==================== design 1
Design 1, routing congestion map:
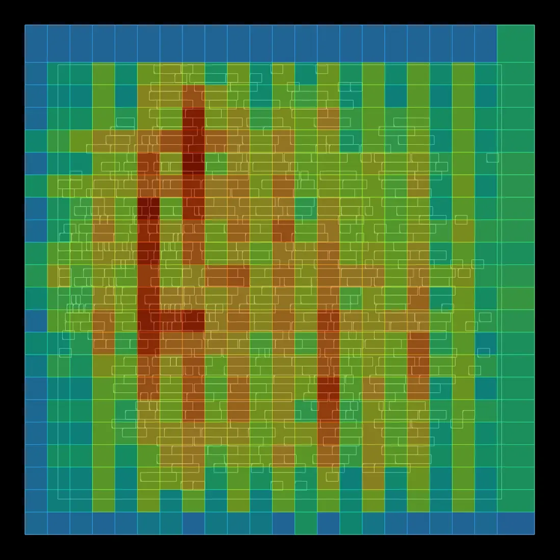
Design 1, metal layers overlaid:
Only two layers are drawn.
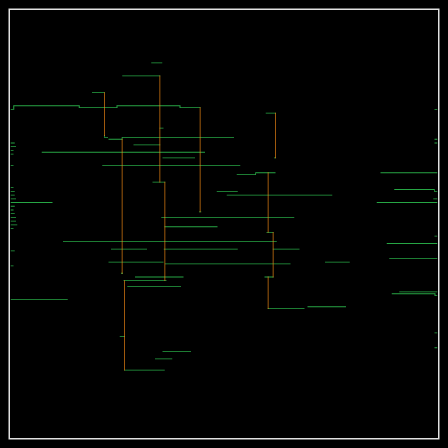
==> src/rtl/fifo_pack_flush.sv <==
// fifo_pack_flush: packs LANE_W-bit beats into LANES-wide rows held DEPTH deep,
// with an edge-triggered flush that pads the partial row and then drains.
module fifo_pack_flush #(
    parameter int LANE_W = 4,
    parameter int LANES = 8,
    parameter int DEPTH = 4,
    parameter logic [LANE_W-1:0] PAD_VAL = 'hC
) (
    input  logic clk,
    input  logic reset,
    input  logic wr_valid_i,
    input  logic [LANE_W-1:0] wr_data_i,
    output logic wr_ready_o,
    input  logic rd_valid_i,
    output logic rd_avail_o,
    output logic [LANES*LANE_W-1:0] rd_data_o,
    output logic [$clog2(LANES+1)-1:0] rd_lanes_o,
    output logic rd_last_o,
    input  logic flush_i,
    output logic flush_busy_o,
    output logic flush_done_o,
    output logic [$clog2(DEPTH+1)-1:0] count_o,
    output logic empty_o,
    output logic full_o
);
    localparam int LPW = $clog2(LANES);
    localparam int AW = $clog2(DEPTH);
    localparam int PW = AW + 1;
    localparam int NW = $clog2(LANES + 1);
    localparam int CW = $clog2(DEPTH + 1);
    localparam int RW = LANES * LANE_W;

    typedef enum logic {IDLE, DRAIN} state_t;

    state_t state, state_nx;
    logic [LPW-1:0] lane_ptr;
    logic [PW-1:0] wr_ptr, rd_ptr;
    logic flush_q;
    logic [RW-1:0] asm_q, row_w, row_c;
    logic [RW-1:0] mem_data [DEPTH];
    logic [NW-1:0] mem_lanes [DEPTH];
    logic [DEPTH-1:0] mem_last;
    logic wr_fire, pop, flush_acc, commit;
    logic [NW-1:0] n;

    assign count_o = CW'(wr_ptr - rd_ptr);
    assign full_o = count_o == CW'(DEPTH);
    assign rd_avail_o = count_o != '0;
    assign empty_o = ~rd_avail_o & (lane_ptr == '0);
    assign flush_busy_o = state == DRAIN;
    assign flush_done_o = flush_busy_o & ~rd_avail_o;
    assign wr_ready_o = ~full_o & ~flush_busy_o;
    assign wr_fire = wr_valid_i & wr_ready_o;
    assign pop = rd_valid_i & rd_avail_o;
    assign flush_acc = flush_i & ~flush_q & ~flush_busy_o;
    // n counts beats in the row including one accepted this cycle
    assign n = NW'(lane_ptr) + NW'(wr_fire);
    assign commit = (wr_fire & (lane_ptr == LPW'(LANES - 1))) | (flush_acc & (n != '0));
    assign rd_data_o = mem_data[rd_ptr[AW-1:0]];
    assign rd_lanes_o = mem_lanes[rd_ptr[AW-1:0]];
    assign rd_last_o = mem_last[rd_ptr[AW-1:0]];

    always_comb begin
        row_w = asm_q;
        row_c = asm_q;
        for (int i = 0; i < LANES; i++) begin
            row_w[i*LANE_W +: LANE_W] = (wr_fire && LPW'(i) == lane_ptr) ? wr_data_i : asm_q[i*LANE_W +: LANE_W];
            row_c[i*LANE_W +: LANE_W] = (flush_acc && NW'(i) >= n) ? PAD_VAL : row_w[i*LANE_W +: LANE_W];
        end
    end

    always_comb begin
        state_nx = state;
        state_nx = (state == IDLE) ? (flush_acc ? DRAIN : IDLE) : (rd_avail_o ? DRAIN : IDLE);
    end

    always_ff @(posedge clk) begin
        if (reset) begin
            state <= IDLE;
            lane_ptr <= '0;
            wr_ptr <= '0;
            rd_ptr <= '0;
            flush_q <= 1'b0;
        end else begin
            state <= state_nx;
            lane_ptr <= commit ? '0 : lane_ptr + LPW'(wr_fire);
            wr_ptr <= wr_ptr + PW'(commit);
            rd_ptr <= rd_ptr + PW'(pop);
            flush_q <= flush_i;
        end
    end

    always_ff @(posedge clk) begin
        asm_q <= row_w;
        if (commit) begin
            mem_data[wr_ptr[AW-1:0]] <= row_c;
            mem_lanes[wr_ptr[AW-1:0]] <= n;
            mem_last[wr_ptr[AW-1:0]] <= flush_acc;
        end
    end
endmodule

==> config.mk <==
export PLATFORM = sky130hd
export DESIGN_NAME = fifo_pack_flush
export DESIGN_NICKNAME = d
export VERILOG_FILES = /design/src/rtl/fifo_pack_flush.sv
export SDC_FILE = /design/constraint.sdc
export NUM_CORES = 1
export LEC_CHECK = 0
export CAP_MARGIN = 5
export CORE_MARGIN = 10
export CORE_UTILIZATION = 40
export CTS_CLUSTER_DIAMETER = 60
export DETAILED_ROUTE_END_ITERATION = 10
export MAX_ROUTING_LAYER = met4
export PLACE_DENSITY = 0.7
export SLEW_MARGIN = 20
export SYNTH_ARGS = -nofsm -noshare
export SYNTH_HDL_FRONTEND = slang
export SYNTH_SLANG_ARGS = --single-unit
export TNS_END_PERCENT = 5
==> constraint.sdc <==
create_clock -name clk -period 6.3 [get_ports clk]
set_input_delay 0.63 -clock clk [delete_from_list [all_inputs] [get_ports clk]]
set_output_delay 0.63 -clock clk [all_outputs]
set_load 0.01 [all_outputs]
==> run_results.csv <==
group,metric,value,unit
critical_path,crit_chain,"inv_1 -> ha_1 -> fa_1 -> xnor3_1 -> nor2_1 -> nor3b_1 -> ha_1 -> ha_1 -> or2_2 -> o21ai_1 -> nand2_1 -> ha_1 -> ha_1 -> nor2b_1",
outcome,outcome,"finished clean",
critical_path,arrival,5310,ps
timing,skew,8.347,ps
final_layout,bufAreaShareNonClock,0.06678,
cts,clock_path_buffers,2,
critical_path,critPathLaunch,"wr_ptr[0]",
final_layout,fin_area,0.008881,mm^2
timing,period_used_share,0.7957,
synth,yosys.area.top_type,"edfxtp_1",
power_and_ir_drop,power_density,419.2,mW/mm^2
timing,finalSetupViolCount,0,
power_and_ir_drop,peakVddDrop,0.0002805,V
final_layout,clock_tree_area_fraction,0.06523,
cts,worstSkewPairLatency,430,ps
run,drv_cap,0,
cts,cts_tree,"done",
cts,cts_hold_buf,0,
final_layout,comb_area,0.002077,mm^2
power_and_ir_drop,intPower,2704,uW
synth,aoi_share,0.02675,
critical_path,crit_top_cell,"ha_1",
synth,yosysWarnings,0,
routing,dr_wl_met3,911,um
final_layout,largest_class,"sequential cells",
cts,clk_pin_slew,70,ps
Notes on 'routing congestion map' of design 1 above:
Wirelength per Cell: 20.91 um
total global-route track usage: 0.1292
GR Util met1: 0.1595

Notes on 'metal layers overlaid' of design 1 above:
[orange] metal 4 | wire length: 276 um
[green] metal 3 | wire length: 911 um
final wirelength: 14410 um
via count: 3530


==================== design 2
--- src/rtl/bf_result_unloader.sv ---
// Drains a banked result memory row by row and streams each row's lanes
// over a valid/ready word interface once the processing block finishes.
module bf_result_unloader #(
    parameter int ROWS  = 32,
    parameter int LANES = 32,
    parameter int WIDTH = 32
) (
    input  logic                     clk,
    input  logic                     rst_global,
    input  logic                     finish,
    output logic [9:0]               read_address,
    input  logic [LANES*WIDTH-1:0]   mem_data,
    output logic [WIDTH-1:0]         out_data,
    output logic                     out_valid,
    input  logic                     out_ready,
    output logic                     out_last,
    output logic                     busy,
    output logic                     done
);

    localparam int RW = (ROWS > 1) ? $clog2(ROWS) : 1;
    localparam int LW = (LANES > 1) ? $clog2(LANES) : 1;
    localparam logic [RW-1:0] ROW_MAX  = RW'(ROWS - 1);
    localparam logic [LW-1:0] LANE_MAX = LW'(LANES - 1);

    typedef enum logic [2:0] {
        S_IDLE,
        S_ADDR,
        S_LATCH,
        S_STREAM,
        S_DONE
    } state_t;

    state_t                 r_state;
    logic                   r_finish_d;
    logic [RW-1:0]          r_row;
    logic [LW-1:0]          r_lane;
    logic [LANES*WIDTH-1:0] r_buf;

    logic                   w_trigger;
    logic                   w_last_row;
    logic                   w_last_lane;
    logic                   w_hs;
    logic [LW-1:0]          w_next_lane;

    assign w_trigger   = finish & ~r_finish_d;
    assign w_last_row  = (r_row == ROW_MAX);
    assign w_last_lane = (r_lane == LANE_MAX);
    assign w_hs        = out_valid & out_ready;
    assign w_next_lane = r_lane + LW'(1);

    always_ff @(posedge clk) begin
        if (rst_global) begin
            r_state      <= S_IDLE;
            r_finish_d   <= 1'b0;
            r_row        <= '0;
            r_lane       <= '0;
            r_buf        <= '0;
            read_address <= '0;
            out_data     <= '0;
            out_valid    <= 1'b0;
            out_last     <= 1'b0;
            busy         <= 1'b0;
            done         <= 1'b0;
        end else begin
            // Edge detector keeps tracking while busy so a held level never retriggers.
            r_finish_d <= finish;
            done       <= 1'b0;
            unique case (r_state)
                S_IDLE: begin
                    if (w_trigger) begin
                        r_row        <= '0;
                        read_address <= '0;
                        busy         <= 1'b1;
                        r_state      <= S_ADDR;
                    end
                end
                S_ADDR: begin
                    r_state <= S_LATCH;
                end
                S_LATCH: begin
                    r_buf     <= mem_data;
                    r_lane    <= '0;
                    out_data  <= mem_data[WIDTH-1:0];
                    out_valid <= 1'b1;
                    out_last  <= w_last_row && (LANE_MAX == '0);
                    r_state   <= S_STREAM;
                end
                S_STREAM: begin
                    if (w_hs) begin
                        if (!w_last_lane) begin
                            r_lane   <= w_next_lane;
                            out_data <= r_buf[int'(w_next_lane)*WIDTH +: WIDTH];
                            out_last <= w_last_row && (w_next_lane == LANE_MAX);
                        end else if (!w_last_row) begin
                            r_row        <= r_row + RW'(1);
                            read_address <= 10'(r_row) + 10'd1;
                            out_valid    <= 1'b0;
                            out_last     <= 1'b0;
                            r_state      <= S_ADDR;
                        end else begin
                            out_valid <= 1'b0;
                            out_last  <= 1'b0;
                            done      <= 1'b1;
                            r_state   <= S_DONE;
                        end
                    end
                end
                S_DONE: begin
                    busy    <= 1'b0;
                    r_state <= S_IDLE;
                end
                default: begin
                    r_state <= S_IDLE;
                end
            endcase
        end
    end

endmodule
--- config.mk ---
export PLATFORM = sky130hd
export DESIGN_NAME = bf_result_unloader
export DESIGN_NICKNAME = d
export VERILOG_FILES = /design/src/rtl/bf_result_unloader.sv
export SDC_FILE = /design/constraint.sdc
export NUM_CORES = 2
export LEC_CHECK = 0
export CAP_MARGIN = 25
export CORE_AREA = 5 5 410 412
export CTS_CLUSTER_SIZE = 30
export DETAILED_ROUTE_END_ITERATION = 6
export DIE_AREA = 0 0 415 417
export PLACE_DENSITY_LB_ADDON = 0.15
export SLEW_MARGIN = 25
export SYNTH_ARGS = -nofsm -noshare
export SYNTH_HDL_FRONTEND = slang
export SYNTH_SLANG_ARGS = --single-unit
--- constraint.sdc ---
create_clock -name clk -period 3.58 [get_ports clk]
set_input_delay 1.074 -clock clk [delete_from_list [all_inputs] [get_ports clk]]
set_output_delay 1.074 -clock clk [all_outputs]
set_load 0.005 [all_outputs]
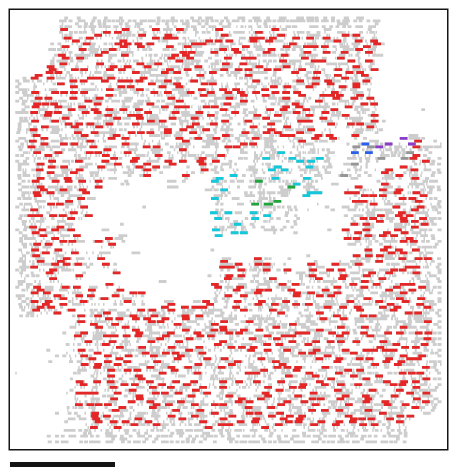
Design 2: sequential cells colored by netlist name
Bar = 100 um.
[blue] `r_state` | placed flops: 3
[green] `r_lane` | placed flops: 5 | where: center
[purple] `r_row` | placed flops: 4
[cyan] `out_data` | placed flops: 32 | where: center
[red] `r_buf` | placed flops: 1024 | where: widely spread
not colored: 7
sequential cell area share: 0.3419
seq pwr: 13400 uW

==> run_results.csv <==
group,metric,value,unit
final_layout,comb_area,0.02176,mm^2
final_layout,antenna_cells,62,
cts,cts_root_buf,"clkbuf_16",
timing,drv_slew,0,
global_routing,antenna_found_initial,104,
synth,yosysMostFrequentCell,"nand2_1",
final_layout,clock_tree_area_fraction,0.06785,
synth,area_leaders,"dfxtp_1, nand2_1, mux4_2",
synth,netlist_area,0.04505,mm^2
critical_path,endpoint,"out_data[2]",
final_layout,bufAreaShareNonClock,0.1985,
timing,timing.hold.ws,450.5,ps
worst_hold_path,whs_endpoint,"r_buf[574]",
routing,dr_wl_met3,13400,um
placement,io_buffers,1069,
final_layout,clock_buffers,186,
cts,cts_setup_buffers,0,
synth,edf_count,0,
global_routing,met2_usage,0.4476,
critical_path,r2r_slack,280,ps
final_layout,reg_top3,"r_buf: 1024 flops, out_data: 32 flops, r_lane: 5 flops",
power_and_ir_drop,power_leakage,0.02163,uW
critical_path,critPathMaxStageDelay,700,ps
routing,drc,2,
cts,cts_hold_buf,0,
critical_path,critPathLaunch,"r_lane[0]",
global_routing,grtUsageMet1,0.3088,
routing,viasPerCell,5.005,
final_layout,largest_class,"logic gates",
critical_path,path_depth,8,
timing,min_period,3298,ps
die,num_io_pins,1074,
timing,period_used_share,0.9213,
power_and_ir_drop,comb_power_share,0.150,
power_and_ir_drop,power_switching,8690,uW
worst_hold_path,hold_class,"reg -> reg",
placement,dpl.hpwl,184800,um
final_layout,most-common-layout-cells,"nand2_1, dfxtp_1, clkdlybuf4s50_1",
global_routing,overflow,0,
synth,aoi_share,0.1381,
placement,gp_congestion,0.8976,
synth,synth-seq-cells,1075,
timing,worst_pin_slew,953.1,ps
critical_path,path_buffers,2,
final_layout,comb_share,0.3457,
synth,syn_area_per_cell,8.462,um^2
outcome,outcome,"finished, violations left",
synth,synth.logic.top_family,"simple AND/OR/NAND/NOR gates",
critical_path,regToRegStartpoint,"r_lane[0]",
power_and_ir_drop,p_clk,13400,uW
synth,simple_gate_share,0.1902,
timing,clock.fmax,303.2,MHz
synth,common_cells,"nand2_1, dfxtp_1, a21oi_1, clkbuf_1, mux4_2",
final_layout,final_common_cell,"nand2_1",
synth,top_area_frac,0.4777,
outcome,violations,"DRC",
final_layout,stdcell_count,8578,
critical_path,slowest_stage,"mux2i_1",
final_layout,fin_area,0.06296,mm^2
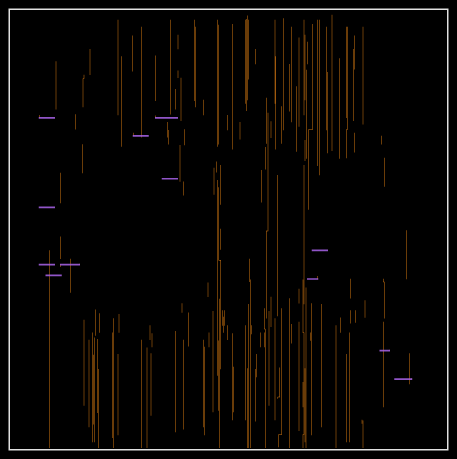
Design 2: metal layers overlaid
Only two layers are drawn.
[orange] metal 4 | wire length: 9900 um
[purple] metal 5 | wire length: 167 um
final wirelength: 234600 um
Wirelength per Cell: 27.35 um
via count: 42936


==================== design 3
Design 3, cells by drive strength:
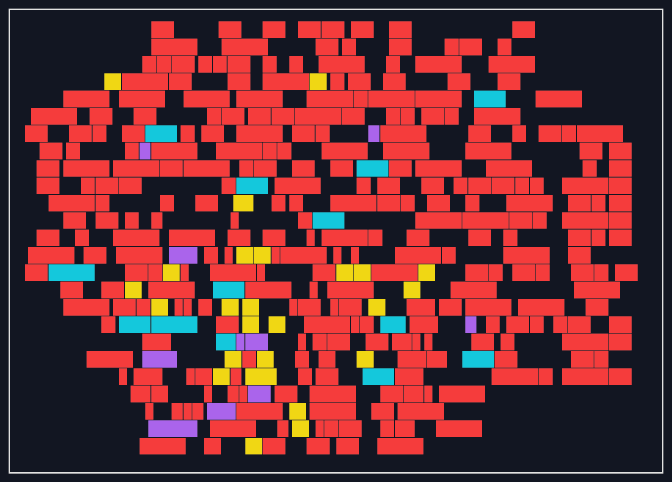
Design 3, metal layers overlaid:
Only two layers are drawn.
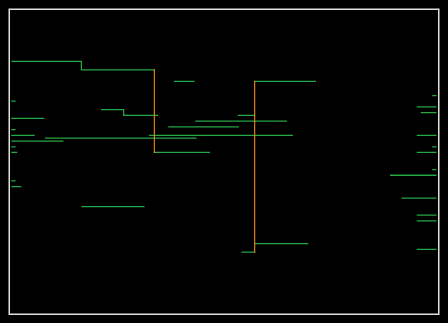
Design 3, routing congestion map:
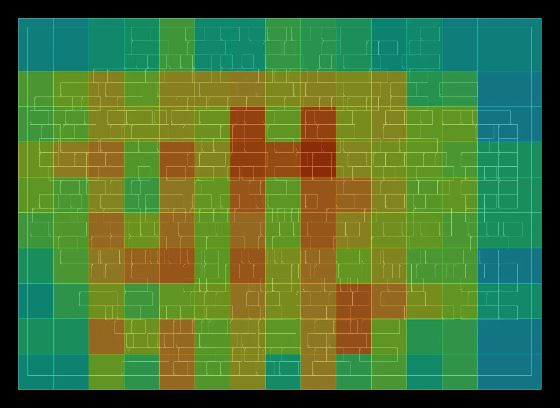
File: config.mk
export PLATFORM = sky130hd
export DESIGN_NAME = my_tdm_dmux_flat
export DESIGN_NICKNAME = d
export VERILOG_FILES = /design/src/rtl/my_tdm_pkg.sv /design/src/rtl/my_tdm_dmux_if.sv /design/src/rtl/my_sipo.sv /design/src/rtl/my_tdm_dmux.sv /design/src/flat_wrapper.sv
export SDC_FILE = /design/constraint.sdc
export NUM_CORES = 1
export LEC_CHECK = 0
export ABC_CLOCK_PERIOD_IN_PS = 1700
export CELL_PAD_IN_SITES_DETAIL_PLACEMENT = 0
export CELL_PAD_IN_SITES_GLOBAL_PLACEMENT = 1
export CORE_ASPECT_RATIO = 0.7
export CORE_MARGIN = 1.5
export CORE_UTILIZATION = 43
export CTS_CLUSTER_DIAMETER = 150
export DETAILED_ROUTE_END_ITERATION = 6
export GPL_ROUTABILITY_DRIVEN = 0
export PLACE_DENSITY = 0.87
export SLEW_MARGIN = 30
export SYNTH_ARGS = -nofsm -noshare
export SYNTH_HDL_FRONTEND = slang
export SYNTH_HIERARCHICAL = 1
export SYNTH_SLANG_ARGS = --single-unit
export TNS_END_PERCENT = 100
File: constraint.sdc
create_clock -name clk -period 1.7 [get_ports clk]
set_input_delay 0.17 -clock clk [delete_from_list [all_inputs] [get_ports clk]]
set_output_delay 0.17 -clock clk [all_outputs]
set_load 0.03 [all_outputs]
File: src/rtl/my_tdm_pkg.sv
// Shared definitions for the TDM link (my_tdm_mux transmit / my_tdm_dmux receive).
package my_tdm_pkg;

    localparam int unsigned DefChannels = 4;
    localparam int unsigned DefWidth    = 8;

    typedef enum logic {
        IDLE,
        RECV
    } tdm_state_t;

endpackage

File: src/rtl/my_tdm_dmux_if.sv
// Serial input and parallel frame output bundle of the TDM receiver.
interface my_tdm_dmux_if
    import my_tdm_pkg::*;
#(
    parameter int unsigned CHANNELS = DefChannels,
    parameter int unsigned WIDTH    = DefWidth
);

    logic                      ser_in;
    logic                      ser_valid;
    logic                      ser_sof;
    logic [CHANNELS*WIDTH-1:0] out_data;
    logic                      out_valid;
    logic                      out_err;

    modport master (
        output ser_in, ser_valid, ser_sof,
        input  out_data, out_valid, out_err
    );

    modport slave (
        input  ser_in, ser_valid, ser_sof,
        output out_data, out_valid, out_err
    );

endinterface

File: src/rtl/my_sipo.sv
// Serial-in/parallel-out word register, LSB first: new bits enter at the MSB and move down.
module my_sipo #(
    parameter int unsigned WIDTH = 8
) (
    input  logic             clk,
    input  logic             reset,
    input  logic             clr_i,
    input  logic             shift_i,
    input  logic             din_i,
    output logic [WIDTH-1:0] word_o
);

    logic [WIDTH-1:0] data_q, data_d;

    // clr_i with shift_i loads din_i as the first bit of a fresh word.
    always_comb begin
        data_d = data_q;
        if (clr_i && shift_i) begin
            data_d = {din_i, {(WIDTH-1){1'b0}}};
        end else if (clr_i) begin
            data_d = '0;
        end else if (shift_i) begin
            data_d = {din_i, data_q[WIDTH-1:1]};
        end
    end

    always_ff @(posedge clk) begin
        if (reset) begin
            data_q <= '0;
        end else begin
            data_q <= data_d;
        end
    end

    // Value the register holds after this edge: the complete word on a slot's last bit.
    assign word_o = data_d;

endmodule

File: src/rtl/my_tdm_dmux.sv
// TDM receiver: reassembles a bit-serial frame of CHANNELS words and publishes it atomically.
module my_tdm_dmux
    import my_tdm_pkg::*;
#(
    parameter int unsigned CHANNELS = DefChannels,
    parameter int unsigned WIDTH    = DefWidth
) (
    input  logic          clk,
    input  logic          reset,
    my_tdm_dmux_if.slave  bus
);

    localparam int unsigned BitW  = $clog2(WIDTH);
    localparam int unsigned SlotW = $clog2(CHANNELS);

    tdm_state_t                state_q, state_d;
    logic [BitW-1:0]           bit_cnt_q, bit_cnt_d;
    logic [SlotW-1:0]          slot_cnt_q, slot_cnt_d;
    // The final slot goes straight to the output, so only CHANNELS-1 words need shadowing.
    logic [WIDTH-1:0]          shadow_q [CHANNELS-1];
    logic [WIDTH-1:0]          shadow_d [CHANNELS-1];
    logic [CHANNELS*WIDTH-1:0] out_data_q, out_data_d;
    logic                      out_valid_q, out_valid_d;
    logic                      out_err_q, out_err_d;

    logic                      sipo_clr, sipo_shift;
    logic [WIDTH-1:0]          word_full;
    logic [CHANNELS*WIDTH-1:0] frame;
    logic                      last_bit, last_slot;

    my_sipo #(
        .WIDTH (WIDTH)
    ) u_sipo (
        .clk     (clk),
        .reset   (reset),
        .clr_i   (sipo_clr),
        .shift_i (sipo_shift),
        .din_i   (bus.ser_in),
        .word_o  (word_full)
    );

    assign last_bit  = (bit_cnt_q == BitW'(WIDTH - 1));
    assign last_slot = (slot_cnt_q == SlotW'(CHANNELS - 1));

    always_comb begin
        frame = '0;
        for (int c = 0; c < int'(CHANNELS) - 1; c++) begin
            frame[c*WIDTH +: WIDTH] = shadow_q[c];
        end
        frame[(CHANNELS-1)*WIDTH +: WIDTH] = word_full;
    end

    always_comb begin
        state_d     = state_q;
        bit_cnt_d   = bit_cnt_q;
        slot_cnt_d  = slot_cnt_q;
        shadow_d    = shadow_q;
        out_data_d  = out_data_q;
        out_valid_d = 1'b0;
        out_err_d   = 1'b0;
        sipo_clr    = 1'b0;
        sipo_shift  = 1'b0;

        if (bus.ser_valid) begin
            if (bus.ser_sof) begin
                // A sof beat always starts slot 0; inside a frame it also aborts the old one.
                out_err_d  = (state_q == RECV);
                state_d    = RECV;
                bit_cnt_d  = BitW'(1);
                slot_cnt_d = '0;
                sipo_clr   = 1'b1;
                sipo_shift = 1'b1;
            end else if (state_q == RECV) begin
                sipo_shift = 1'b1;
                if (!last_bit) begin
                    bit_cnt_d = bit_cnt_q + BitW'(1);
                end else begin
                    bit_cnt_d = '0;
                    if (last_slot) begin
                        out_data_d  = frame;
                        out_valid_d = 1'b1;
                        slot_cnt_d  = '0;
                        state_d     = IDLE;
                    end else begin
                        shadow_d[slot_cnt_q] = word_full;
                        slot_cnt_d           = slot_cnt_q + SlotW'(1);
                    end
                end
            end
        end
    end

    always_ff @(posedge clk) begin
        if (reset) begin
            state_q     <= IDLE;
            bit_cnt_q   <= '0;
            slot_cnt_q  <= '0;
            shadow_q    <= '{default: '0};
            out_data_q  <= '0;
            out_valid_q <= 1'b0;
            out_err_q   <= 1'b0;
        end else begin
            state_q     <= state_d;
            bit_cnt_q   <= bit_cnt_d;
            slot_cnt_q  <= slot_cnt_d;
            shadow_q    <= shadow_d;
            out_data_q  <= out_data_d;
            out_valid_q <= out_valid_d;
            out_err_q   <= out_err_d;
        end
    end

    assign bus.out_data  = out_data_q;
    assign bus.out_valid = out_valid_q;
    assign bus.out_err   = out_err_q;

endmodule
File: src/flat_wrapper.sv
// flat-port wrapper written by rule: the top's interface ports become plain ports
module my_tdm_dmux_flat import my_tdm_pkg::*;
#(
    parameter int unsigned CHANNELS = DefChannels,
    parameter int unsigned WIDTH    = DefWidth
)
  (clk, reset, bus_ser_in, bus_ser_valid, bus_ser_sof, bus_out_data, bus_out_valid, bus_out_err);
  my_tdm_dmux_if #(.CHANNELS(CHANNELS), .WIDTH(WIDTH)) bus_i ();
  input  logic clk;
  input  logic reset;
  input wire logic [$bits(bus_i.ser_in)-1:0] bus_ser_in;
  input wire logic [$bits(bus_i.ser_valid)-1:0] bus_ser_valid;
  input wire logic [$bits(bus_i.ser_sof)-1:0] bus_ser_sof;
  output wire logic [$bits(bus_i.out_data)-1:0] bus_out_data;
  output wire logic [$bits(bus_i.out_valid)-1:0] bus_out_valid;
  output wire logic [$bits(bus_i.out_err)-1:0] bus_out_err;
  assign bus_i.ser_in = bus_ser_in;
  assign bus_i.ser_valid = bus_ser_valid;
  assign bus_i.ser_sof = bus_ser_sof;
  assign bus_out_data = bus_i.out_data;
  assign bus_out_valid = bus_i.out_valid;
  assign bus_out_err = bus_i.out_err;
  my_tdm_dmux #(.CHANNELS(CHANNELS), .WIDTH(WIDTH)) u_core (.clk(clk), .reset(reset), .bus(bus_i));
endmodule
==> run_results.csv <==
group,metric,value,unit
run,drv_cap,0,
synth,yosys.area.top_type,"dfxtp_1",
critical_path,path_buffers,1,
power_and_ir_drop,pg_seq,1690,uW
synth,ff_type,"dfxtp_1",
critical_path,r2r_slack,140,ps
die,die_h,72.44,um
critical_path,slowest_stage,"clkdlybuf4s50_1",
critical_path,path_class,"reg -> out",
cts,cts_root_buf,"clkbuf_8",
timing,finalSetupViolCount,0,
synth,syn_area_per_cell,10.73,um^2
timing,relSlewSlack,0.7505,
cts,worstSkewPairLatency,350,ps
critical_path,endpoint,"bus_out_data[26]",
power_and_ir_drop,comb_power_share,0.045,
critical_path,critPathMaxStageDelay,710,ps
power_and_ir_drop,power_leakage,0.001628,uW
routing,viasPerCell,4.788,
final_layout,stdcell_count,430,
routing,met2_wirelength,2574,um
global_routing,grt_max_degree,56,
routing,top_layer,"met4",
critical_path,critPathTopFamily,"buffers and inverters",
final_layout,bufAreaShareNonClock,0.1574,
worst_hold_path,min_from,"bus_ser_in",
synth,synth_cells,276,
final_layout,seq_area,0.001443,mm^2
outcome,outcome,"finished clean",
final_layout,seq_cells,72,
power_and_ir_drop,intPower,2294,uW
final_layout,largest_class,"sequential cells",
About 'cells by drive strength' of design 3:
[purple] _2 cells | cells: 10 | share: 3.0%
[cyan] _6 and larger | cells: 13 | share: 3.9%
[yellow] _3 and _4 cells | cells: 25 | share: 7.4%
[red] _0 and _1 cells | cells: 288 | share: 86%
final instance area: 0.003744 mm^2
Non-clock buffers: 62
P&R area growth vs syn: 26.40%
post-route setup slack: 59.44 ps

About 'metal layers overlaid' of design 3:
[green] metal 3 | wire length: 307 um
[orange] metal 4 | wire length: 60.5 um
via count: 2059
Wirelength per Cell: 14.29 um
total global-route track usage: 0.1796
final wirelength: 6143 um

About 'routing congestion map' of design 3:
GR Util met1: 0.2560
Layout Utilization: 0.5593
global route hottest layer: met2
met3 Use GR: 0.05395
M2 GR Usage: 0.2590


==================== design 4
Design 4, routing congestion map:
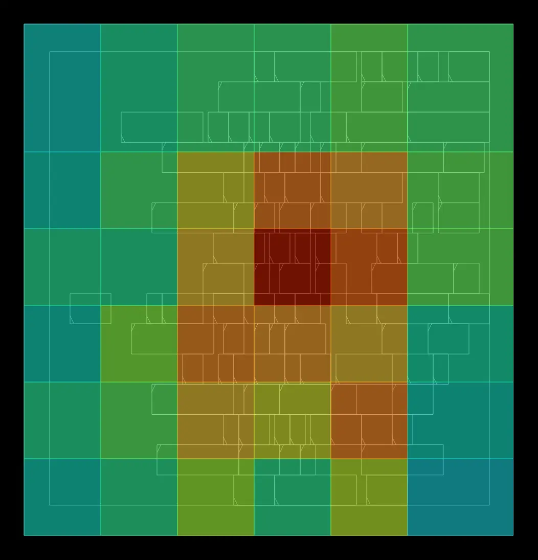
Design 4, logic cells by family:
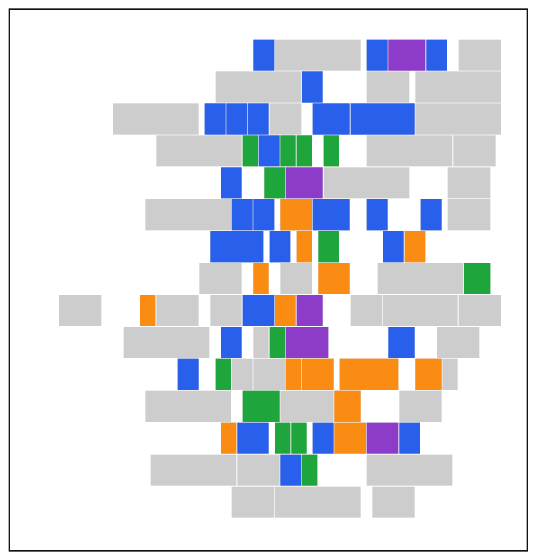
[config.mk]
export PLATFORM = sky130hd
export DESIGN_NAME = la_deser
export DESIGN_NICKNAME = d
export VERILOG_FILES = /design/src/rtl/la_stdlib.sv /design/src/rtl/la_pipereg.sv /design/src/rtl/la_deser.sv
export SDC_FILE = /design/constraint.sdc
export NUM_CORES = 1
export LEC_CHECK = 0
export CAP_MARGIN = 30
export CORE_AREA = 2 2 42 44
export DETAILED_ROUTE_END_ITERATION = 8
export DIE_AREA = 0 0 44 46
export GPL_TIMING_DRIVEN = 1
export PLACE_DENSITY = 0.8
export RECOVER_POWER = 50
export SYNTH_ARGS = -nofsm -noshare
export SYNTH_HDL_FRONTEND = slang
export SYNTH_SLANG_ARGS = --single-unit
[constraint.sdc]
create_clock -name clk -period 2 [get_ports clk]
set_input_delay 0.3 -clock clk [delete_from_list [all_inputs] [get_ports clk]]
set_output_delay 0.3 -clock clk [all_outputs]
set_load 0.05 [all_outputs]
[src/rtl/la_stdlib.sv]
// Shared definitions for the la_* serial/parallel blocks: deserialiser state
// encoding and the legal range of the deserialisation ratio.
package la_stdlib;

    typedef enum logic {
        SYNC  = 1'b0,
        SHIFT = 1'b1
    } deser_state_t;

    localparam int unsigned N_MIN = 2;
    localparam int unsigned N_MAX = 32;

endpackage

[src/rtl/la_pipereg.sv]
// One-entry valid/ready register; accepts a new entry whenever it is empty
// or being drained on the same edge.
module la_pipereg #(
    parameter int unsigned W = 4
) (
    input  logic         clk,
    input  logic         rst,
    input  logic [W-1:0] in_data,
    input  logic         in_valid,
    output logic         in_ready,
    output logic [W-1:0] out_data,
    output logic         out_valid,
    input  logic         out_ready
);

    assign in_ready = !out_valid || out_ready;

    always_ff @(posedge clk) begin
        if (rst) begin
            out_valid <= 1'b0;
            out_data  <= '0;
        end else if (in_valid && in_ready) begin
            out_valid <= 1'b1;
            out_data  <= in_data;
        end else if (out_ready) begin
            out_valid <= 1'b0;
        end
    end

endmodule

[src/rtl/la_deser.sv]
// Framed serial-to-parallel converter: LSB-first bits, din_first marks bit 0,
// completed words leave through a one-entry output register.
module la_deser
    import la_stdlib::*;
#(
    parameter string       PROP = "DEFAULT",
    parameter int unsigned N    = 4
) (
    input  logic         clk,
    input  logic         rst,
    input  logic         din,
    input  logic         din_valid,
    input  logic         din_first,
    output logic         din_ready,
    output logic [N-1:0] dout,
    output logic         dout_valid,
    input  logic         dout_ready,
    output logic         err
);

    localparam int unsigned CW = $clog2(N + 1);

    if (N < N_MIN || N > N_MAX) begin : g_bad_n
        $error("la_deser: N out of range");
    end

    deser_state_t   state;
    logic [CW-1:0]  count;
    logic [N-1:0]   sreg;
    logic [N-1:0]   word_next;
    logic           held;
    logic           xfer;
    logic           last_bit;
    logic           pr_in_valid;
    logic           pr_in_ready;
    logic [N-1:0]   pr_in_data;
    int unsigned    idx;

    // A held word only exists while the output register is full, so the held
    // flag alone decides whether another bit can be taken.
    assign din_ready = !held;
    assign xfer      = din_valid && din_ready;
    assign last_bit  = xfer && (state == SHIFT) && !din_first && (count == CW'(N - 1));

    always_comb begin
        word_next = din_first ? '0 : sreg;
        idx       = din_first ? 0 : 32'(count);
        for (int unsigned i = 0; i < N; i++) begin
            if (i == idx) begin
                word_next[i] = din;
            end
        end
        pr_in_valid = held || last_bit;
        pr_in_data  = held ? sreg : word_next;
    end

    always_ff @(posedge clk) begin
        if (rst) begin
            state <= SYNC;
            count <= '0;
            sreg  <= '0;
            held  <= 1'b0;
            err   <= 1'b0;
        end else begin
            err <= xfer && din_first && (state == SHIFT);
            if (held && pr_in_ready) begin
                held <= 1'b0;
            end
            if (xfer) begin
                case (state)
                    SYNC: begin
                        if (din_first) begin
                            sreg  <= word_next;
                            count <= CW'(1);
                            state <= SHIFT;
                        end
                    end
                    SHIFT: begin
                        sreg <= word_next;
                        if (din_first) begin
                            count <= CW'(1);
                        end else if (last_bit) begin
                            count <= '0;
                            state <= SYNC;
                            held  <= !pr_in_ready;
                        end else begin
                            count <= count + 1'b1;
                        end
                    end
                endcase
            end
        end
    end

    la_pipereg #(
        .W(N)
    ) u_out (
        .clk      (clk),
        .rst      (rst),
        .in_data  (pr_in_data),
        .in_valid (pr_in_valid),
        .in_ready (pr_in_ready),
        .out_data (dout),
        .out_valid(dout_valid),
        .out_ready(dout_ready)
    );

endmodule

==> run_results.csv <==
group,metric,value,unit
placement,dp.cells,111,
cts,cts_hold_buf,0,
power_and_ir_drop,power_density,598.6,mW/mm^2
critical_path,crit_chain,"inv_1 -> clkdlybuf4s50_1",
routing,dr_wl_met3,110,um
timing,finalSetupViolCount,0,
die,die_h,46,um
power_and_ir_drop,p_clk_frac,0.321,
routing,ant_nets,0,
synth,common_cells,"dfxtp_1, a21oi_1, nand2_1, o21ai_0, nor2_1",
worst_hold_path,min_path_cells,2,
synth,simple_gate_share,0.2530,
routing,drc,0,
power_and_ir_drop,comb_power_share,0.099,
routing,viasPerCell,6.026,
timing,min_period,1895,ps
critical_path,slowest_stage,"clkdlybuf4s50_1",
critical_path,cp.required,1700,ps
final_layout,most-common-layout-cells,"dfxtp_1, a21oi_1, clkdlybuf4s50_1",
final_layout,largest_class,"logic gates",
die,core_region_area,0.001614,mm^2
power_and_ir_drop,p_total,534.8,uW
routing,m1WireLength,648,um
power_and_ir_drop,powerComb,52.9,uW
critical_path,r2r_slack,340,ps
synth,ff_type,"dfxtp_1",
power_and_ir_drop,peakVddDrop,0.0003130,V
worst_hold_path,hold_class,"reg -> reg",
critical_path,path_class,"reg -> out",
routing,top_layer,"met4",
critical_path,arrival,1590,ps
outcome,outcome,"finished clean",
power_and_ir_drop,p_clk,171,uW
final_layout,seq_area,300.3,um^2
worst_hold_path,min_from,"sreg[3]",
worst_hold_path,whs_endpoint,"sreg[3]",
power_and_ir_drop,netSwitchingFraction,0.2482,
final_layout,fin_area,893.4,um^2
cts,cts_tree,"done",
timing,timing.hold.ws,484.1,ps
global_routing,antenna_found_initial,0,
power_and_ir_drop,pg_seq,310,uW
synth,yosysChipArea,732.0,um^2
synth,synth-seq-cells,15,
die,dieArea,0.002024,mm^2
final_layout,comb_cells,64,
timing,relSlewSlack,0.6178,
final_layout,antenna_cells,0,
global_routing,overflow,0,
critical_path,critPathTopFamily,"buffers and inverters",
timing,rsz0062_at_grt,"false",
cts,clock_tree.htree_level_count,1,
power_and_ir_drop,power_leakage,0.0003071,uW
cts,worstSkewPairLatency,280,ps
About 'routing congestion map' of design 4:
Wirelength per Cell: 13.83 um
met3 Use GR: 0.01587
M2 GR Usage: 0.2676

About 'logic cells by family' of design 4:
[orange] nor cells | cells: 14 | most used: nor2_1
[purple] and/or cells | cells: 5
[green] nand cells | cells: 13 | most used: nand2_1
[blue] aoi and oai cells | cells: 27 | most used: a21oi_1
logic share of the area: 0.4580
final cell count without fillers: 115
most frequent logic cell in the layout: dfxtp_1


==================== design 5
Design 5, sequential cells colored by netlist name:
Bar = 50 um.
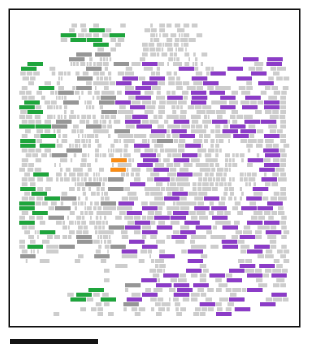
Design 5, routing congestion map:
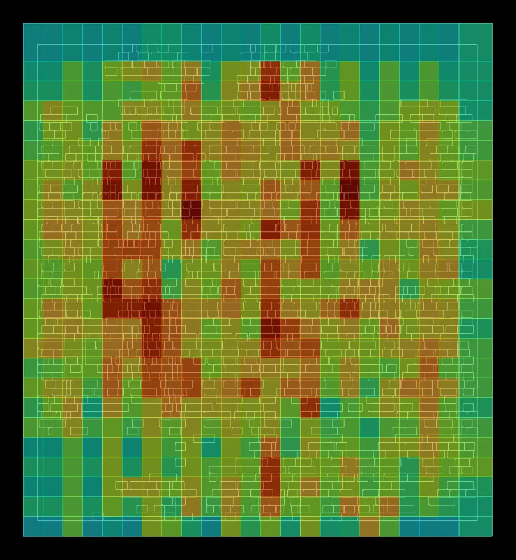
File: config.mk
export PLATFORM = sky130hd
export DESIGN_NAME = fetch_unit_flat
export DESIGN_NICKNAME = d
export VERILOG_FILES = /design/src/rtl/riscv_pkg.sv /design/src/rtl/fetch_unit_if.sv /design/src/rtl/fetch_buffer.sv /design/src/rtl/fetch_unit.sv /design/src/flat_wrapper.sv
export SDC_FILE = /design/constraint.sdc
export NUM_CORES = 1
export LEC_CHECK = 0
export CAP_MARGIN = 30
export CORE_ASPECT_RATIO = 1.1
export CORE_MARGIN = 5
export CORE_UTILIZATION = 40
export CTS_CLUSTER_DIAMETER = 30
export DETAILED_ROUTE_END_ITERATION = 8
export HOLD_SLACK_MARGIN = 0.12
export PLACE_DENSITY = 0.66
export SYNTH_ARGS = -nofsm -noshare
export SYNTH_HDL_FRONTEND = slang
export SYNTH_HIERARCHICAL = 1
export SYNTH_SLANG_ARGS = --single-unit
File: constraint.sdc
create_clock -name clk -period 3.1 [get_ports clk]
set_input_delay 0.465 -clock clk [delete_from_list [all_inputs] [get_ports clk]]
set_output_delay 0.465 -clock clk [all_outputs]
set_load 0.005 [all_outputs]
File: src/rtl/riscv_pkg.sv
// Shared fetch-stage definitions.
//   XLEN / INSTR_W      : datapath widths
//   RESET_PC_DEFAULT    : default PC after reset
//   TRAP_VECTOR_DEFAULT : default PC for a misaligned redirect target
//   fetch_entry_t       : one fetched {pc, instr} pair held in the fetch buffer
package riscv_pkg;

    localparam int XLEN    = 32;
    localparam int INSTR_W = 32;

    localparam logic [XLEN-1:0] RESET_PC_DEFAULT    = 32'h0000_0000;
    localparam logic [XLEN-1:0] TRAP_VECTOR_DEFAULT = 32'h0000_0100;

    typedef struct packed {
        logic [XLEN-1:0]    pc;
        logic [INSTR_W-1:0] instr;
    } fetch_entry_t;

    // Instruction addresses must be word aligned.
    function automatic logic is_misaligned(input logic [XLEN-1:0] addr);
        return addr[1:0] != 2'b00;
    endfunction

endpackage

File: src/rtl/fetch_unit_if.sv
// Bundle of the fetch stage's external signals: instruction memory port,
// execute redirect request, decode handshake and misaligned-target exception.
//   master : the fetch unit
//   slave  : the surrounding pipeline (imem, execute, decode)
interface fetch_unit_if;
    import riscv_pkg::*;

    logic [XLEN-1:0]    imem_addr;
    logic [INSTR_W-1:0] imem_data;

    logic               redirect;
    logic [XLEN-1:0]    redirect_pc;

    logic               id_valid;
    logic               id_ready;
    logic [INSTR_W-1:0] id_instr;
    logic [XLEN-1:0]    id_pc;
    logic [XLEN-1:0]    id_pc_plus4;

    logic               exc_misaligned;
    logic [XLEN-1:0]    exc_badaddr;

    modport master (
        output imem_addr, id_valid, id_instr, id_pc, id_pc_plus4,
               exc_misaligned, exc_badaddr,
        input  imem_data, redirect, redirect_pc, id_ready
    );

    modport slave (
        input  imem_addr, id_valid, id_instr, id_pc, id_pc_plus4,
               exc_misaligned, exc_badaddr,
        output imem_data, redirect, redirect_pc, id_ready
    );

endinterface

File: src/rtl/fetch_buffer.sv
// Two-entry FIFO of fetched {pc, instr} pairs.
//   clk, reset : clock, asynchronous active-low reset
//   push/pop   : write wr_data / advance the head; both may occur together
//   flush      : empties the FIFO and rewinds both pointers; wins over push/pop
//   rd_data    : entry at the head (stale contents when empty)
//   full/empty : occupancy flags
module fetch_buffer
    import riscv_pkg::*;
#(
    parameter int DEPTH = 2
) (
    input  logic         clk,
    input  logic         reset,
    input  logic         push,
    input  logic         pop,
    input  logic         flush,
    input  fetch_entry_t wr_data,
    output fetch_entry_t rd_data,
    output logic         full,
    output logic         empty
);

    fetch_entry_t mem [2];
    logic         rd_ptr;
    logic         wr_ptr;
    logic [1:0]   count;

    // NOTE: the storage is reset too, because the head entry is visible on the
    // decode outputs and must read as zero straight out of reset.
    always_ff @(posedge clk or negedge reset) begin
        if (!reset) begin
            mem[0] <= '0;
            mem[1] <= '0;
            rd_ptr <= 1'b0;
            wr_ptr <= 1'b0;
            count  <= 2'd0;
        end else if (flush) begin
            rd_ptr <= 1'b0;
            wr_ptr <= 1'b0;
            count  <= 2'd0;
        end else begin
            if (push) begin
                mem[wr_ptr] <= wr_data;
                wr_ptr      <= ~wr_ptr;
            end
            if (pop) begin
                rd_ptr <= ~rd_ptr;
            end
            count <= count + {1'b0, push} - {1'b0, pop};
        end
    end

    assign rd_data = mem[rd_ptr];
    assign full    = (count == 2'(DEPTH));
    assign empty   = (count == 2'd0);

endmodule

File: src/rtl/fetch_unit.sv
// Program-counter generation and instruction fetch stage.
//   clk   : rising-edge clock
//   reset : asynchronous active-low reset
//   bus   : fetch_unit_if.master -- imem_addr/imem_data to instruction memory,
//           redirect/redirect_pc from execute, id_* valid/ready toward decode,
//           exc_misaligned pulse and exc_badaddr for bad redirect targets
module fetch_unit
    import riscv_pkg::*;
#(
    parameter logic [XLEN-1:0] RESET_PC    = RESET_PC_DEFAULT,
    parameter logic [XLEN-1:0] TRAP_VECTOR = TRAP_VECTOR_DEFAULT,
    parameter int              DEPTH       = 2
) (
    input  logic          clk,
    input  logic          reset,
    fetch_unit_if.master  bus
);

    logic [XLEN-1:0] pc_q;
    logic            exc_misaligned_q;
    logic [XLEN-1:0] exc_badaddr_q;

    fetch_entry_t    head;
    logic            full;
    logic            empty;
    logic            id_valid;
    logic            push;
    logic            pop;

    // A redirect discards this cycle's fetch; a full buffer can still accept
    // a new entry when decode is draining the head on the same edge.
    assign id_valid = !empty;
    assign pop      = id_valid & bus.id_ready;
    assign push     = !bus.redirect & (!full | pop);

    fetch_buffer #(
        .DEPTH (DEPTH)
    ) u_buffer (
        .clk     (clk),
        .reset   (reset),
        .push    (push),
        .pop     (pop),
        .flush   (bus.redirect),
        .wr_data ('{pc: pc_q, instr: bus.imem_data}),
        .rd_data (head),
        .full    (full),
        .empty   (empty)
    );

    // NOTE: every register here is written with <= so all of them update
    // from the same pre-edge values, regardless of statement order.
    always_ff @(posedge clk or negedge reset) begin
        if (!reset) begin
            pc_q             <= RESET_PC;
            exc_misaligned_q <= 1'b0;
            exc_badaddr_q    <= '0;
        end else begin
            exc_misaligned_q <= 1'b0;
            if (bus.redirect) begin
                if (is_misaligned(bus.redirect_pc)) begin
                    pc_q             <= TRAP_VECTOR;
                    exc_misaligned_q <= 1'b1;
                    exc_badaddr_q    <= bus.redirect_pc;
                end else begin
                    pc_q <= bus.redirect_pc;
                end
            end else if (push) begin
                pc_q <= pc_q + 32'd4;
            end
        end
    end

    assign bus.imem_addr      = pc_q;
    assign bus.id_valid       = id_valid;
    assign bus.id_instr       = head.instr;
    assign bus.id_pc          = head.pc;
    // Zero while empty so the whole decode bundle reads zero out of reset.
    assign bus.id_pc_plus4    = id_valid ? head.pc + 32'd4 : '0;
    assign bus.exc_misaligned = exc_misaligned_q;
    assign bus.exc_badaddr    = exc_badaddr_q;

endmodule

File: src/flat_wrapper.sv
// flat-port wrapper written by rule: the top's interface ports become plain ports
module fetch_unit_flat import riscv_pkg::*;
#(
    parameter logic [XLEN-1:0] RESET_PC    = RESET_PC_DEFAULT,
    parameter logic [XLEN-1:0] TRAP_VECTOR = TRAP_VECTOR_DEFAULT,
    parameter int              DEPTH       = 2
)
  (clk, reset, bus_imem_addr, bus_id_valid, bus_id_instr, bus_id_pc, bus_id_pc_plus4, bus_exc_misaligned, bus_exc_badaddr, bus_imem_data, bus_redirect, bus_redirect_pc, bus_id_ready);
  fetch_unit_if bus_i ();
  input  logic clk;
  input  logic reset;
  output wire logic [$bits(bus_i.imem_addr)-1:0] bus_imem_addr;
  output wire logic [$bits(bus_i.id_valid)-1:0] bus_id_valid;
  output wire logic [$bits(bus_i.id_instr)-1:0] bus_id_instr;
  output wire logic [$bits(bus_i.id_pc)-1:0] bus_id_pc;
  output wire logic [$bits(bus_i.id_pc_plus4)-1:0] bus_id_pc_plus4;
  output wire logic [$bits(bus_i.exc_misaligned)-1:0] bus_exc_misaligned;
  output wire logic [$bits(bus_i.exc_badaddr)-1:0] bus_exc_badaddr;
  input wire logic [$bits(bus_i.imem_data)-1:0] bus_imem_data;
  input wire logic [$bits(bus_i.redirect)-1:0] bus_redirect;
  input wire logic [$bits(bus_i.redirect_pc)-1:0] bus_redirect_pc;
  input wire logic [$bits(bus_i.id_ready)-1:0] bus_id_ready;
  assign bus_imem_addr = bus_i.imem_addr;
  assign bus_id_valid = bus_i.id_valid;
  assign bus_id_instr = bus_i.id_instr;
  assign bus_id_pc = bus_i.id_pc;
  assign bus_id_pc_plus4 = bus_i.id_pc_plus4;
  assign bus_exc_misaligned = bus_i.exc_misaligned;
  assign bus_exc_badaddr = bus_i.exc_badaddr;
  assign bus_i.imem_data = bus_imem_data;
  assign bus_i.redirect = bus_redirect;
  assign bus_i.redirect_pc = bus_redirect_pc;
  assign bus_i.id_ready = bus_id_ready;
  fetch_unit #(.RESET_PC(RESET_PC), .TRAP_VECTOR(TRAP_VECTOR), .DEPTH(DEPTH)) u_core (.clk(clk), .reset(reset), .bus(bus_i));
endmodule
==> run_results.csv <==
group,metric,value,unit
outcome,outcome,"finished, violations left",
outcome,violations,"setup timing",
final_layout,regMostFlops,"u_core/u_buffer/mem",
final_layout,antenna_cells,0,
final_layout,seq_cells,197,
final_layout,fin_area,0.01446,mm^2
routing,m1WireLength,13440,um
final_layout,comb_share,0.3686,
final_layout,synthToLayoutAreaGrowth,39.59,%
global_routing,grt_pass1_wl,47900,um
power_and_ir_drop,p_clk_frac,0.211,
timing,finalSetupViolCount,3,
global_routing,antenna_found_initial,0,
routing,drt-initial-drc-count,609,
critical_path,crit_fanout,6,
routing,top_layer,"met4",
timing,worst_slack,-42.69,ps
critical_path,startpoint_type,"flop",
worst_hold_path,whs_endpoint,"u_core/u_buffer/mem[116]",
placement,dpl.hpwl,22210,um
power_and_ir_drop,power_leakage,0.006553,uW
die,dieArea,0.02922,mm^2
timing,clock.fmax,318.2,MHz
critical_path,regToRegStartpoint,"u_core/u_buffer/count[0]",
global_routing,grt_pass1_vias,8364,
placement,dpl_cell_area,0.01341,mm^2
## Picture notes: 'sequential cells colored by netlist name' of design 5
[green] `u_core/bus.exc_badaddr` | placed flops: 32 | where: a column on the left
[orange] `u_core/u_buffer/count` | placed flops: 2
[purple] `u_core/u_buffer/mem` | placed flops: 128
not colored: 35
sequential cell area share: 0.3410
Register Area: 0.004931 mm^2
seq pwr: 3770 uW

## Picture notes: 'routing congestion map' of design 5
met3 Use GR: 0.04668
Layout Utilization: 0.5690


==================== design 6
Design 6, routing congestion map:
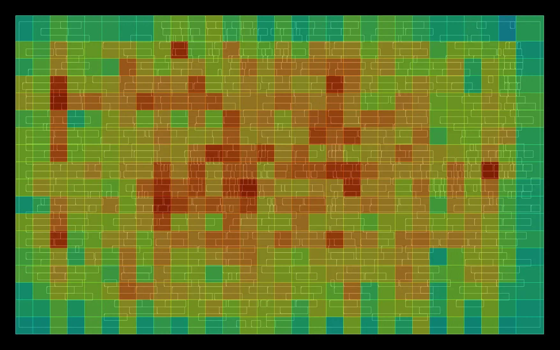
==> src/rtl/pyr_downsample_2x2.sv <==
// Pyramid reducer: turns a raster pixel stream into a half-resolution raster
// stream. Each output pixel is the round-half-up mean of one 2x2 block.
module pyr_downsample_2x2 #(
  parameter int IMG_W      = 64,
  parameter int IMG_H      = 64,
  parameter int DATA_WIDTH = 8
) (
  input  logic                  clk,
  input  logic                  rst,
  input  logic                  in_valid,
  output logic                  in_ready,
  input  logic [DATA_WIDTH-1:0] in_data,
  output logic                  out_valid,
  input  logic                  out_ready,
  output logic [DATA_WIDTH-1:0] out_data,
  output logic                  frame_done
);

  localparam int XW   = $clog2(IMG_W);
  localparam int YW   = $clog2(IMG_H);
  localparam int LB_D = IMG_W / 2;
  localparam int LBW  = (LB_D > 1) ? $clog2(LB_D) : 1;

  logic [XW-1:0]         x;
  logic [YW-1:0]         y;
  logic [DATA_WIDTH-1:0] pair_reg;
  logic [DATA_WIDTH:0]   linebuf [LB_D];

  logic                  accept;
  logic                  x_last;
  logic                  y_last;
  logic                  load;
  logic                  lb_wr;
  logic [LBW-1:0]        lb_idx;
  logic [DATA_WIDTH:0]   psum;
  logic [DATA_WIDTH+1:0] rsum;

  assign in_ready = !out_valid || out_ready;
  assign accept   = in_valid && in_ready;
  assign x_last   = (x == XW'(IMG_W - 1));
  assign y_last   = (y == YW'(IMG_H - 1));
  assign load     = accept && x[0] && y[0];
  assign lb_wr    = accept && x[0] && !y[0];
  assign lb_idx   = LBW'(x >> 1);
  assign psum     = {1'b0, pair_reg} + {1'b0, in_data};
  // Max 4*(2^N-1)+2 still fits in N+2 bits, so the +2 rounding cannot overflow.
  assign rsum     = {1'b0, psum} + {1'b0, linebuf[lb_idx]} + (DATA_WIDTH+2)'(2);

  always_ff @(posedge clk) begin
    if (rst) begin
      x <= '0;
      y <= '0;
    end else if (accept) begin
      if (x_last) begin
        x <= '0;
        y <= y_last ? '0 : y + 1'b1;
      end else begin
        x <= x + 1'b1;
      end
    end
  end

  always_ff @(posedge clk) begin
    if (rst) begin
      pair_reg <= '0;
    end else if (accept && !x[0]) begin
      pair_reg <= in_data;
    end
  end

  // Even rows fully rewrite every entry before odd rows read it, so no reset.
  always_ff @(posedge clk) begin
    if (lb_wr) begin
      linebuf[lb_idx] <= psum;
    end
  end

  always_ff @(posedge clk) begin
    if (rst) begin
      out_valid <= 1'b0;
      out_data  <= '0;
    end else if (load) begin
      out_valid <= 1'b1;
      out_data  <= DATA_WIDTH'(rsum >> 2);
    end else if (out_ready) begin
      out_valid <= 1'b0;
    end
  end

  always_ff @(posedge clk) begin
    if (rst) begin
      frame_done <= 1'b0;
    end else begin
      frame_done <= accept && x_last && y_last;
    end
  end

endmodule

==> config.mk <==
export PLATFORM = sky130hd
export DESIGN_NAME = pyr_downsample_2x2
export DESIGN_NICKNAME = d
export VERILOG_FILES = /design/src/rtl/pyr_downsample_2x2.sv
export SDC_FILE = /design/constraint.sdc
export NUM_CORES = 1
export LEC_CHECK = 0
export CORE_ASPECT_RATIO = 0.6
export CORE_UTILIZATION = 50
export CTS_CLUSTER_SIZE = 14
export DETAILED_ROUTE_END_ITERATION = 10
export GPL_TIMING_DRIVEN = 0
export HOLD_SLACK_MARGIN = 0.02
export PLACE_DENSITY_LB_ADDON = 0.12
export REMOVE_ABC_BUFFERS = 1
export SYNTH_ARGS = -nofsm -noshare
export SYNTH_HDL_FRONTEND = slang
export SYNTH_SLANG_ARGS = --single-unit
==> constraint.sdc <==
create_clock -name clk -period 5.9 [get_ports clk]
set_input_delay 0.885 -clock clk [delete_from_list [all_inputs] [get_ports clk]]
set_output_delay 0.885 -clock clk [all_outputs]
set_load 0.02 [all_outputs]
==> run_results.csv <==
group,metric,value,unit
outcome,outcome,"finished clean",
routing,drt-initial-drc-count,764,
routing,vias,6470,
routing,met2_wirelength,12130,um
timing,finalSetupViolCount,0,
global_routing,grtUsageTotal,0.2259,
final_layout,layout-drive-gt1-share,0.2175,
routing,top_layer,"met4",
final_layout,largest_class,"sequential cells",
cts,cts_tree,"done",
timing,drv_slew,0,
synth,ys_cells,681,
power_and_ir_drop,power_density,334.1,mW/mm^2
timing,skew,20.25,ps
worst_hold_path,whs_endpoint,"out_data[2]",
synth,synth.logic.top_family,"multiplexers",
synth,yosysWarnings,0,
critical_path,path_depth,15,
## Picture notes: 'routing congestion map' of design 6
GR Util met1: 0.3663
Wirelength per Cell: 26.60 um



## Gallery

Metal layers overlaid.
Only two layers are drawn.
panel A
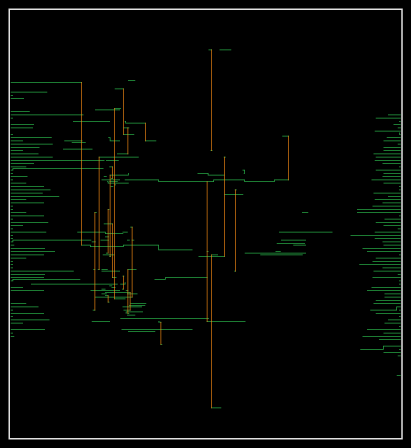
panel B
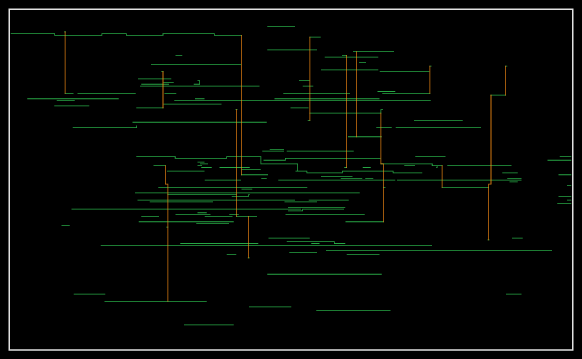
panel C
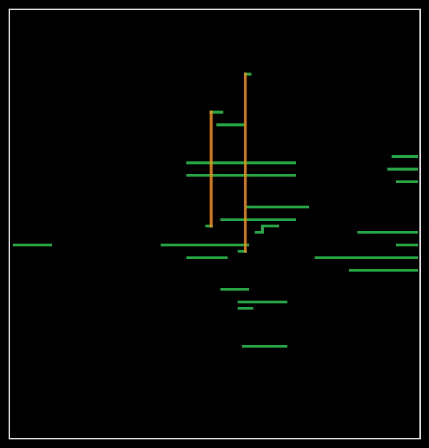
The one with the least wire is panel C.
For design 5, see panel A.
For design 4, see panel C.
For design 6, see panel B.

No activity file was given, so power comes from the tool's default toggle rates.
